# ---- i2c_cmd_sequencer ----
--- src/rtl/i2c_cmd_sequencer.sv ---
// Command FIFO plus single-outstanding sequencer in front of i2c_top.
// Define I2C_SEQ_TIMEOUT_EN to build the per-wait-state timeout timer.
module i2c_cmd_sequencer #(
  parameter int DEPTH   = 4,
  parameter int TIMEOUT = 1000
) (
  input  logic                   clk,
  input  logic                   rst,
  input  logic                   cmd_valid,
  output logic                   cmd_ready,
  input  logic                   cmd_op,
  input  logic [6:0]             cmd_addr,
  input  logic [7:0]             cmd_data,
  output logic                   rsp_valid,
  input  logic                   rsp_ready,
  output logic [7:0]             rsp_data,
  output logic [1:0]             rsp_status,
  output logic [$clog2(DEPTH):0] level,
  output logic                   newd,
  output logic                   op,
  output logic [6:0]             addr,
  output logic [7:0]             din,
  input  logic [7:0]             dout,
  input  logic                   busy,
  input  logic                   ack_err,
  input  logic                   done
);

  localparam int AW = $clog2(DEPTH);
  localparam int LW = AW + 1;

  localparam logic [1:0] ST_OK  = 2'b00;
  localparam logic [1:0] ST_ACK = 2'b01;
  localparam logic [1:0] ST_TMO = 2'b10;

  // state     | meaning
  // IDLE      | waiting for a queued command; pops the head
  // ISSUE     | newd pulse to i2c_top
  // WAIT_BUSY | waiting for i2c_top to report busy (or an early done)
  // WAIT_DONE | transfer running, waiting for done
  // RESP      | response held until the host takes it
  typedef enum logic [2:0] {
    IDLE,
    ISSUE,
    WAIT_BUSY,
    WAIT_DONE,
    RESP
  } state_t;

  state_t state;
  state_t state_nxt;

  logic [15:0]   fifo_mem [DEPTH];
  logic [15:0]   head;
  logic [AW-1:0] wr_ptr;
  logic [AW-1:0] rd_ptr;
  logic [LW-1:0] count;
  logic          full;
  logic          empty;
  logic          push;
  logic          pop;

  logic          err_flag;
  logic          in_txn;
  logic          rsp_load;
  logic [7:0]    rsp_data_nxt;
  logic [1:0]    rsp_status_nxt;
  logic          tmr_load;
  logic          tmr_expired;

  assign full      = (count == LW'(DEPTH));
  assign empty     = (count == '0);
  assign cmd_ready = !full;
  assign push      = cmd_valid && !full;
  assign level     = count;
  assign head      = fifo_mem[rd_ptr];

  assign newd      = (state == ISSUE);
  assign rsp_valid = (state == RESP);
  assign in_txn    = (state == ISSUE) || (state == WAIT_BUSY) || (state == WAIT_DONE);

  always_ff @(posedge clk) begin
    if (push) begin
      fifo_mem[wr_ptr] <= {cmd_op, cmd_addr, cmd_data};
    end
  end

  // Pointers wrap naturally since DEPTH is a power of 2; count separates full from empty.
  always_ff @(posedge clk) begin
    if (rst) begin
      wr_ptr <= '0;
      rd_ptr <= '0;
      count  <= '0;
    end else begin
      if (push) begin
        wr_ptr <= wr_ptr + 1'b1;
      end
      if (pop) begin
        rd_ptr <= rd_ptr + 1'b1;
      end
      case ({push, pop})
        2'b10:   count <= count + 1'b1;
        2'b01:   count <= count - 1'b1;
        default: count <= count;
      endcase
    end
  end

  always_ff @(posedge clk) begin
    if (rst) begin
      op   <= 1'b0;
      addr <= '0;
      din  <= '0;
    end else if (pop) begin
      op   <= head[15];
      addr <= head[14:8];
      din  <= head[7:0];
    end
  end

  always_ff @(posedge clk) begin
    if (rst) begin
      err_flag <= 1'b0;
    end else if (pop) begin
      err_flag <= 1'b0;
    end else if (in_txn && ack_err) begin
      err_flag <= 1'b1;
    end
  end

  always_ff @(posedge clk) begin
    if (rst) begin
      rsp_data   <= '0;
      rsp_status <= ST_OK;
    end else if (rsp_load) begin
      rsp_data   <= rsp_data_nxt;
      rsp_status <= rsp_status_nxt;
    end
  end

`ifdef I2C_SEQ_TIMEOUT_EN
  localparam int TW = (TIMEOUT > 1) ? $clog2(TIMEOUT) : 1;

  // Down-counter loaded with TIMEOUT-1 on entry to a wait state; terminal count 0
  // lands on the TIMEOUT-th cycle spent in that state.
  logic [TW-1:0] tmr;

  assign tmr_expired = (tmr == '0);

  always_ff @(posedge clk) begin
    if (rst) begin
      tmr <= '0;
    end else if (tmr_load) begin
      tmr <= TW'(TIMEOUT - 1);
    end else if (((state == WAIT_BUSY) || (state == WAIT_DONE)) && !tmr_expired) begin
      tmr <= tmr - 1'b1;
    end
  end
`else
  logic unused_tmr_load;

  assign unused_tmr_load = tmr_load;
  assign tmr_expired     = 1'b0;
`endif

  always_ff @(posedge clk) begin
    if (rst) begin
      state <= IDLE;
    end else begin
      state <= state_nxt;
    end
  end

  always_comb begin
    state_nxt      = state;
    pop            = 1'b0;
    tmr_load       = 1'b0;
    rsp_load       = 1'b0;
    rsp_data_nxt   = '0;
    rsp_status_nxt = ST_OK;

    case (state)
      IDLE: begin
        if (!empty) begin
          pop       = 1'b1;
          tmr_load  = 1'b1;
          state_nxt = ISSUE;
        end
      end

      ISSUE: begin
        state_nxt = WAIT_BUSY;
      end

      WAIT_BUSY: begin
        // A done here means the busy pulse was missed; complete normally.
        if (done) begin
          rsp_load       = 1'b1;
          rsp_data_nxt   = op ? dout : 8'h00;
          rsp_status_nxt = (err_flag || ack_err) ? ST_ACK : ST_OK;
          state_nxt      = RESP;
        end else if (busy) begin
          tmr_load  = 1'b1;
          state_nxt = WAIT_DONE;
        end else if (tmr_expired) begin
          rsp_load       = 1'b1;
          rsp_status_nxt = ST_TMO;
          state_nxt      = RESP;
        end
      end

      WAIT_DONE: begin
        if (done) begin
          rsp_load       = 1'b1;
          rsp_data_nxt   = op ? dout : 8'h00;
          rsp_status_nxt = (err_flag || ack_err) ? ST_ACK : ST_OK;
          state_nxt      = RESP;
        end else if (tmr_expired) begin
          rsp_load       = 1'b1;
          rsp_status_nxt = ST_TMO;
          state_nxt      = RESP;
        end
      end

      RESP: begin
        if (rsp_ready) begin
          state_nxt = IDLE;
        end
      end

      default: begin
        state_nxt = IDLE;
      end
    endcase
  end

endmodule

--- config.mk ---
export PLATFORM = sky130hd
export DESIGN_NAME = i2c_cmd_sequencer
export DESIGN_NICKNAME = d
export VERILOG_FILES = /design/src/rtl/i2c_cmd_sequencer.sv
export SDC_FILE = /design/constraint.sdc
export NUM_CORES = 1
export LEC_CHECK = 0
export CAP_MARGIN = 10
export CORE_ASPECT_RATIO = 0.9
export CORE_MARGIN = 5
export CORE_UTILIZATION = 50
export CTS_BUF_LIST = sky130_fd_sc_hd__clkbuf_8
export CTS_CLUSTER_DIAMETER = 80
export DETAILED_ROUTE_END_ITERATION = 8
export GPL_ROUTABILITY_DRIVEN = 0
export GPL_TIMING_DRIVEN = 0
export PLACE_DENSITY = 0.88
export SLEW_MARGIN = 30
export SYNTH_ARGS = -nofsm -noshare
export SYNTH_HDL_FRONTEND = slang
export SYNTH_SLANG_ARGS = --single-unit
--- constraint.sdc ---
create_clock -name clk -period 2.35 [get_ports clk]
set_input_delay 0.47 -clock clk [delete_from_list [all_inputs] [get_ports clk]]
set_output_delay 0.47 -clock clk [all_outputs]
set_load 0.005 [all_outputs]
==> i2c_cmd_sequencer/met1.png <==
The bar under the picture is 20 um long.
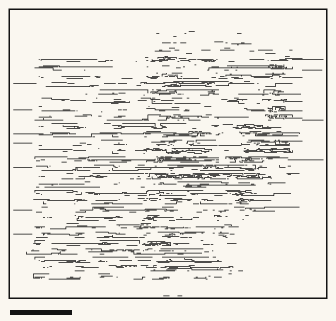
share of all routed wire = 41%
nets with wire on the layer = 349
wire length on this layer = 3240 um
longest straight run = 22.5 um
main direction = horizontal

==> i2c_cmd_sequencer/met2.png <==
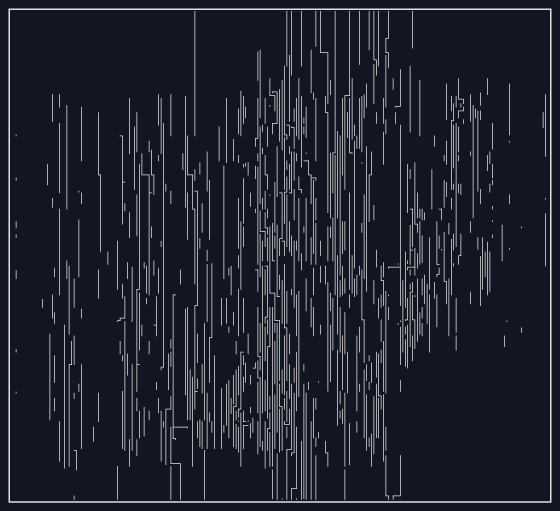
wire length on this layer = 4010 um
longest straight run = 46.4 um
grt met2 use: 0.294
vias: 2494

==> i2c_cmd_sequencer/met3.png <==
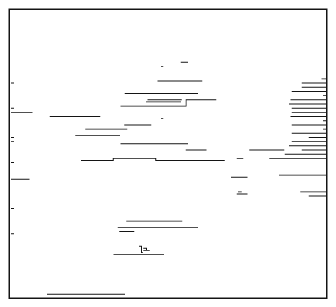
longest straight run = 25.8 um
nets with wire on the layer = 50

==> impl_metrics.yaml <==
# generated from flow reports
yosys:
  muxShareOfSynthArea: 0.0931
  edf_count: 64
  syn_area_per_cell_um2: 14.1
layout:
  final_cell_count_no_fill: 447
  sh_comb_area: 0.232
  seq_share: 0.549
  largest_cell_class: "sequential cells"
  inv_count: 7
  signal_buffers: 83
global_route:
  grt_overflow: 0
  busiest_layer: "met2"
die:
  core_area_um2: 7540
  tap-cell-count: 96
worst_setup_path:
  timing.critical_path.cells: "buf_6 > or3_4 > buf_6 > nor2_4 > ha_2 > inv_1 > fa_2 > xor2_1 > or3_1 > a21oi_1"
  critPathTopFamily: "simple AND/OR/NAND/NOR gates"
  crit_start: "state[1]"
  cp-start-kind: "flip-flop"
drt:
  dr.pass1.iters: 4
  routed_wl_um: 7920
  wl_per_cell_um: 17.7
status:
  status: "finished, final reports clean"
timing:
  drv_slew: 0
  fin_skew_ns: 0.00773
clock_tree:
  cts_made_buffers: 9
  htree_levels: 3
## cell usage after synthesis (3+ instances only)
cell type  number
a21oi_1        31
and3_1          4
buf_2           7
clkbuf_1       11
dfxtp_1        36
edfxtp_1       64
ha_1            5
inv_1           7
mux4_2         16
nand2_1        10
nand3_1        26
nor2_1          7
nor3_1          3
o21ai_0        19
or3_1           4
## sequential cells by signal (all words and copies together), names as in the netlist
| register | flops |
|---|---|
| fifo_mem | 64 |
| din | 8 |
| rsp_data | 8 |
| addr | 7 |
| level | 3 |
| state | 3 |
| rd_ptr | 2 |
| wr_ptr | 2 |
| err_flag | 1 |
| op | 1 |
| rsp_status | 1 |
## power groups by stage
stage	sequential, W	clock [W]	combinational (W)
after CTS	0.00232	0.00107	0.00174
after global routing	0.00235	0.00113	0.00195
after detailed placement	0.00235	0	0.00167
final	0.00232	0.00104	0.00178
after global placement	0.00234	0	0.00161
after floorplan	0.00234	0	0.000973
## per-stage QoR
| stage | instance area [um^2] | TNS [ns] |
|---|---|---|
| global route | 4820 | -0.0155 |
| detailed placement | 4580 | -0.0587 |
| global placement | 4580 | -0.000667 |
| finish | 4820 | 0 |
| floorplan | 3870 | 0 |
| CTS | 4800 | 0 |

# ---- fetch_ctrl ----
==> fetch_ctrl/met1.png <==
The bar under the picture is 50 um long.
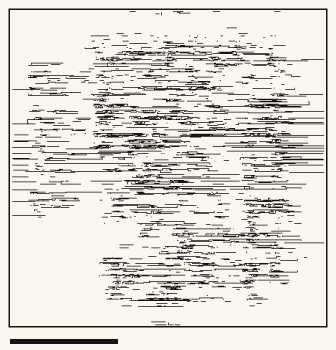
==> fetch_ctrl/met2.png <==
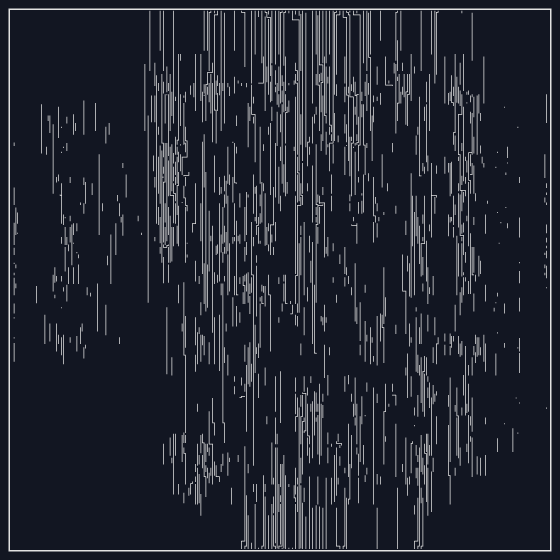
## src/rtl/mips_pkg.sv

```systemverilog
// mips_pkg: constants shared by the instruction-fetch front end.
//   ST_*              fetch controller state encoding
//   SYSCALL_INSN      instruction word that stops fetch
//   DEFAULT_RESET_PC  byte address fetched first after reset
package mips_pkg;

  localparam logic [1:0] ST_RUN    = 2'd0;
  localparam logic [1:0] ST_HALTED = 2'd1;
  localparam logic [1:0] ST_FAULT  = 2'd2;

  localparam logic [31:0] SYSCALL_INSN     = 32'h0000_000C;
  localparam logic [31:0] DEFAULT_RESET_PC = 32'h0000_3000;

endpackage

```

## src/rtl/pc_check.sv

```systemverilog
// pc_check: combinational legality check for a fetch byte address.
//   pc     in   32  byte address to check
//   legal  out  1   word aligned and inside the im window
//                   [RESET_PC, RESET_PC + 4*2**IM_AW - 4]
module pc_check
  import mips_pkg::*;
#(
  parameter logic [31:0] RESET_PC = DEFAULT_RESET_PC,
  parameter int          IM_AW    = 8
) (
  input  logic [31:0] pc,
  output logic        legal
);

  // Bounds are kept 33 bits wide so a window ending at the top of the
  // address space cannot wrap the upper limit.
  localparam logic [32:0] PC_LO = {1'b0, RESET_PC};
  localparam logic [32:0] PC_HI = PC_LO + (33'd4 << IM_AW) - 33'd4;

  assign legal = (pc[1:0] == 2'b00) &&
                 ({1'b0, pc} >= PC_LO) &&
                 ({1'b0, pc} <= PC_HI);

endmodule

```

## src/rtl/fetch_ctrl.sv

```systemverilog
// fetch_ctrl: instruction fetch controller with a single IF/ID register.
//   clk             in   1      clock
//   reset           in   1      synchronous active-high reset
//   im_addr         out  IM_AW  word address to the instruction memory
//   im_data         in   32     combinational im read data
//   redirect_valid  in   1      branch/jump taken this cycle
//   redirect_pc     in   32     redirect target byte address
//   out_valid       out  1      IF/ID register holds an instruction
//   out_ready       in   1      decode accepts the instruction
//   out_instr       out  32     registered instruction word
//   out_pc          out  32     byte address of out_instr
//   halted          out  1      syscall fetched, fetch stopped
//   fault           out  1      illegal pc seen, fetch stopped
//   fetch_count     out  32     accepted handshakes (wraps)
//
// state      | meaning
// -----------+------------------------------------------------------
// ST_RUN     | fetching; capture, stall or redirect every cycle
// ST_HALTED  | syscall captured; drain it, then stay idle until reset
// ST_FAULT   | illegal pc seen; out_valid low until reset
module fetch_ctrl
  import mips_pkg::*;
#(
  parameter logic [31:0] RESET_PC = DEFAULT_RESET_PC,
  parameter int          IM_AW    = 8
) (
  input  logic             clk,
  input  logic             reset,
  output logic [IM_AW-1:0] im_addr,
  input  logic [31:0]      im_data,
  input  logic             redirect_valid,
  input  logic [31:0]      redirect_pc,
  output logic             out_valid,
  input  logic             out_ready,
  output logic [31:0]      out_instr,
  output logic [31:0]      out_pc,
  output logic             halted,
  output logic             fault,
  output logic [31:0]      fetch_count
);

  logic [1:0]  state;
  logic [31:0] pc;
  logic        pc_legal;
  logic        redir_legal;
  logic        capture;

  pc_check #(.RESET_PC(RESET_PC), .IM_AW(IM_AW)) u_pc_check (
    .pc    (pc),
    .legal (pc_legal)
  );

  pc_check #(.RESET_PC(RESET_PC), .IM_AW(IM_AW)) u_redir_check (
    .pc    (redirect_pc),
    .legal (redir_legal)
  );

  assign im_addr = pc[IM_AW+1:2];
  assign capture = !out_valid || out_ready;

  always_ff @(posedge clk) begin
    if (reset) begin
      state       <= ST_RUN;
      pc          <= RESET_PC;
      out_valid   <= 1'b0;
      out_instr   <= 32'd0;
      out_pc      <= 32'd0;
      halted      <= 1'b0;
      fault       <= 1'b0;
      fetch_count <= 32'd0;
    end else begin
      // A handshake coinciding with a redirect still delivered its
      // instruction, so counting is independent of what happens below.
      if (out_valid && out_ready) begin
        fetch_count <= fetch_count + 32'd1;
      end

      case (state)
        ST_RUN: begin
          if (redirect_valid) begin
            out_valid <= 1'b0;
            if (redir_legal) begin
              pc <= redirect_pc;
            end else begin
              state <= ST_FAULT;
              fault <= 1'b1;
            end
          end else if (capture) begin
            if (!pc_legal) begin
              state     <= ST_FAULT;
              fault     <= 1'b1;
              out_valid <= 1'b0;
            end else begin
              out_instr <= im_data;
              out_pc    <= pc;
              out_valid <= 1'b1;
              // The syscall itself is delivered; pc stays on it.
              if (im_data == SYSCALL_INSN) begin
                state  <= ST_HALTED;
                halted <= 1'b1;
              end else begin
                pc <= pc + 32'd4;
              end
            end
          end
        end
        ST_HALTED: begin
          if (out_valid && out_ready) begin
            out_valid <= 1'b0;
          end
        end
        default: begin
          out_valid <= 1'b0;
        end
      endcase
    end
  end

endmodule

```

## config.mk

```make
export PLATFORM = sky130hd
export DESIGN_NAME = fetch_ctrl
export DESIGN_NICKNAME = d
export VERILOG_FILES = /design/src/rtl/mips_pkg.sv /design/src/rtl/pc_check.sv /design/src/rtl/fetch_ctrl.sv
export SDC_FILE = /design/constraint.sdc
export NUM_CORES = 1
export LEC_CHECK = 0
export CORE_MARGIN = 8
export CORE_UTILIZATION = 31
export CTS_CLUSTER_SIZE = 14
export DETAILED_ROUTE_END_ITERATION = 10
export PLACE_DENSITY_LB_ADDON = 0.15
export SYNTH_ARGS = -nofsm -noshare
export SYNTH_HDL_FRONTEND = slang
export SYNTH_SLANG_ARGS = --single-unit
```

## constraint.sdc

```tcl
create_clock -name clk -period 3.7 [get_ports clk]
set_input_delay 0.555 -clock clk [delete_from_list [all_inputs] [get_ports clk]]
set_output_delay 0.555 -clock clk [all_outputs]
set_load 0.02 [all_outputs]
```

==> impl_metrics.yaml <==
# generated from flow reports
clock_tree:
  cts_setup_buffers: 0
  clk_latency_ns: 0.41
  cts.sinks: 133
  cts_made_buffers: 17
  cts_resized: 0
  cts_root_buf: "clkbuf_16"
  clock_path_buffers: 2
  clk_pin_slew_ns: 0.06
place:
  hpwl_um: 11100
  place_congestion: 0.746
drt:
  viasPerCell: 4.90
  wl_per_cell_um: 16.3
  drc: 0
  wl_met3_um: 1040
  wl_met2_um: 7310
timing:
  period_minus_slack_ns: 2.63
  period_used_share: 0.710
  fin_hold_ws_ns: 0.438
  fin_skew_ns: 0.00902
  fmax_mhz: 381
  drv_slew: 0
worst_setup_path:
  r2r_start: "pc[0]"
  crit_fanout: 25
  crit_start: "redirect_valid"
  rr_worst_depth: 6
yosys:
  async_reset_ff_frac: 0
  ys_types: 44
  syn_area_per_cell_um2: 8.95
  ys_sh_aoi: 0.143
  synth_cells: 590
  muxShareOfSynthArea: 0.00213
  xor_share: 0.0415
min_path:
  worstHoldPathCells: 1
  holdPathEnd: "pc[12]"
flow_run:
  maxCapViolations: 0
  warnings: 30
status:
  status: "finished, final reports clean"
die:
  num_rows: 47
  io_pins: 175
layout:
  final-clk-cell-share: 0.0724
  lay_top_count: "clkdlybuf4s50_1"
  comb_cells: 400
  buffer_area_frac: 0.233
  clkbuf_count: 21
  inv_count: 8
  final_cell_count_no_fill: 973
global_route:
  grt_overflow: 0
power:
  internal_power_w: 0.00264
Notes on fetch_ctrl/met1.png above:
share of all routed wire = 46%
longest straight run = 45.1 um
nets with wire on the layer = 733
vias: 4770
routed wire length: 15800 um

Notes on fetch_ctrl/met2.png above:
longest straight run = 51.7 um
share of all routed wire = 46%
grt met2 use: 0.231

-- flip-flops by register name (all words and copies together), names as in the netlist --
signal       count
halted           1
fault            1
pc              32
fetch_count     32
out_instr       32
out_valid        1
state            2
out_pc          32
-- power by group through the flow --
stage	combinational (W)	sequential (W)	clock, W
after global routing	0.000397	0.00150	0.00171
after CTS	0.000370	0.00150	0.00164
after detailed placement	0.000369	0.00153	0
after floorplan	0.000148	0.00156	0
after global placement	0.000363	0.00153	0
final	0.000366	0.00150	0.00159
-- worst max-delay path, stage by stage --
cell and delay (ns):
clkdlybuf4s50_1 0.43, buf_4 0.24, nor3b_1 0.32, nor4b_1 0.10, a21oi_1 0.73, a21o_1 0.35, a211oi_1 0.14
-- per-stage QoR --
stage | total power, W | cell area (um^2) | setup slack (ns) | util
floorplan | 0.00171 | 5280 | 1.51 | -
global placement | 0.00189 | 7150 | 0.757 | 0.430
detailed placement | 0.00190 | 7150 | 0.608 | 0.430
CTS | 0.00351 | 7710 | 1.02 | 0.463
global route | 0.00361 | 7710 | 0.847 | 0.463
finish | 0.00346 | 7710 | 1.07 | 0.463


==> screenshots <==
Nets reached from selected ports.
(a)
The bar under the picture is 20 um long.
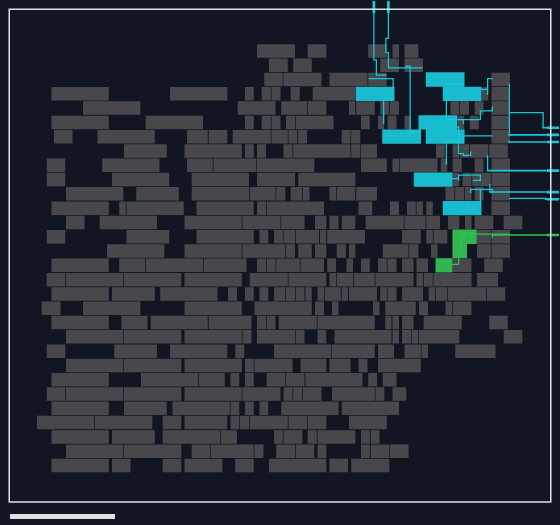
(b)
The bar under the picture is 50 um long.
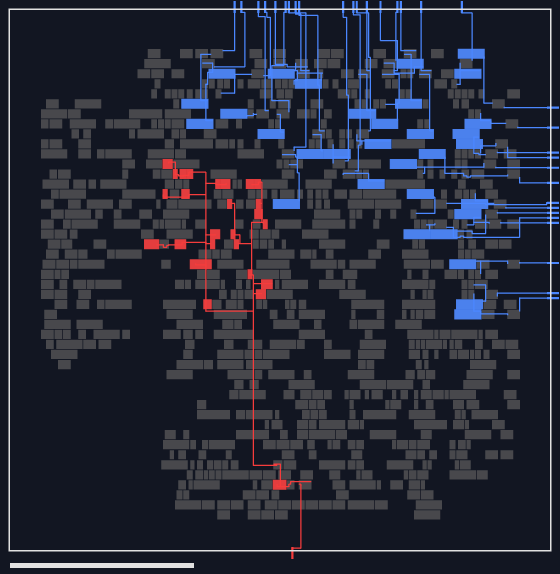
The one with the largest die is (b).
The one with the most cells is (b).
| from | picture |
|---|---|
| i2c_cmd_sequencer | (a) |
| fetch_ctrl | (b) |

No activity file was given, so power comes from the tool's default toggle rates.
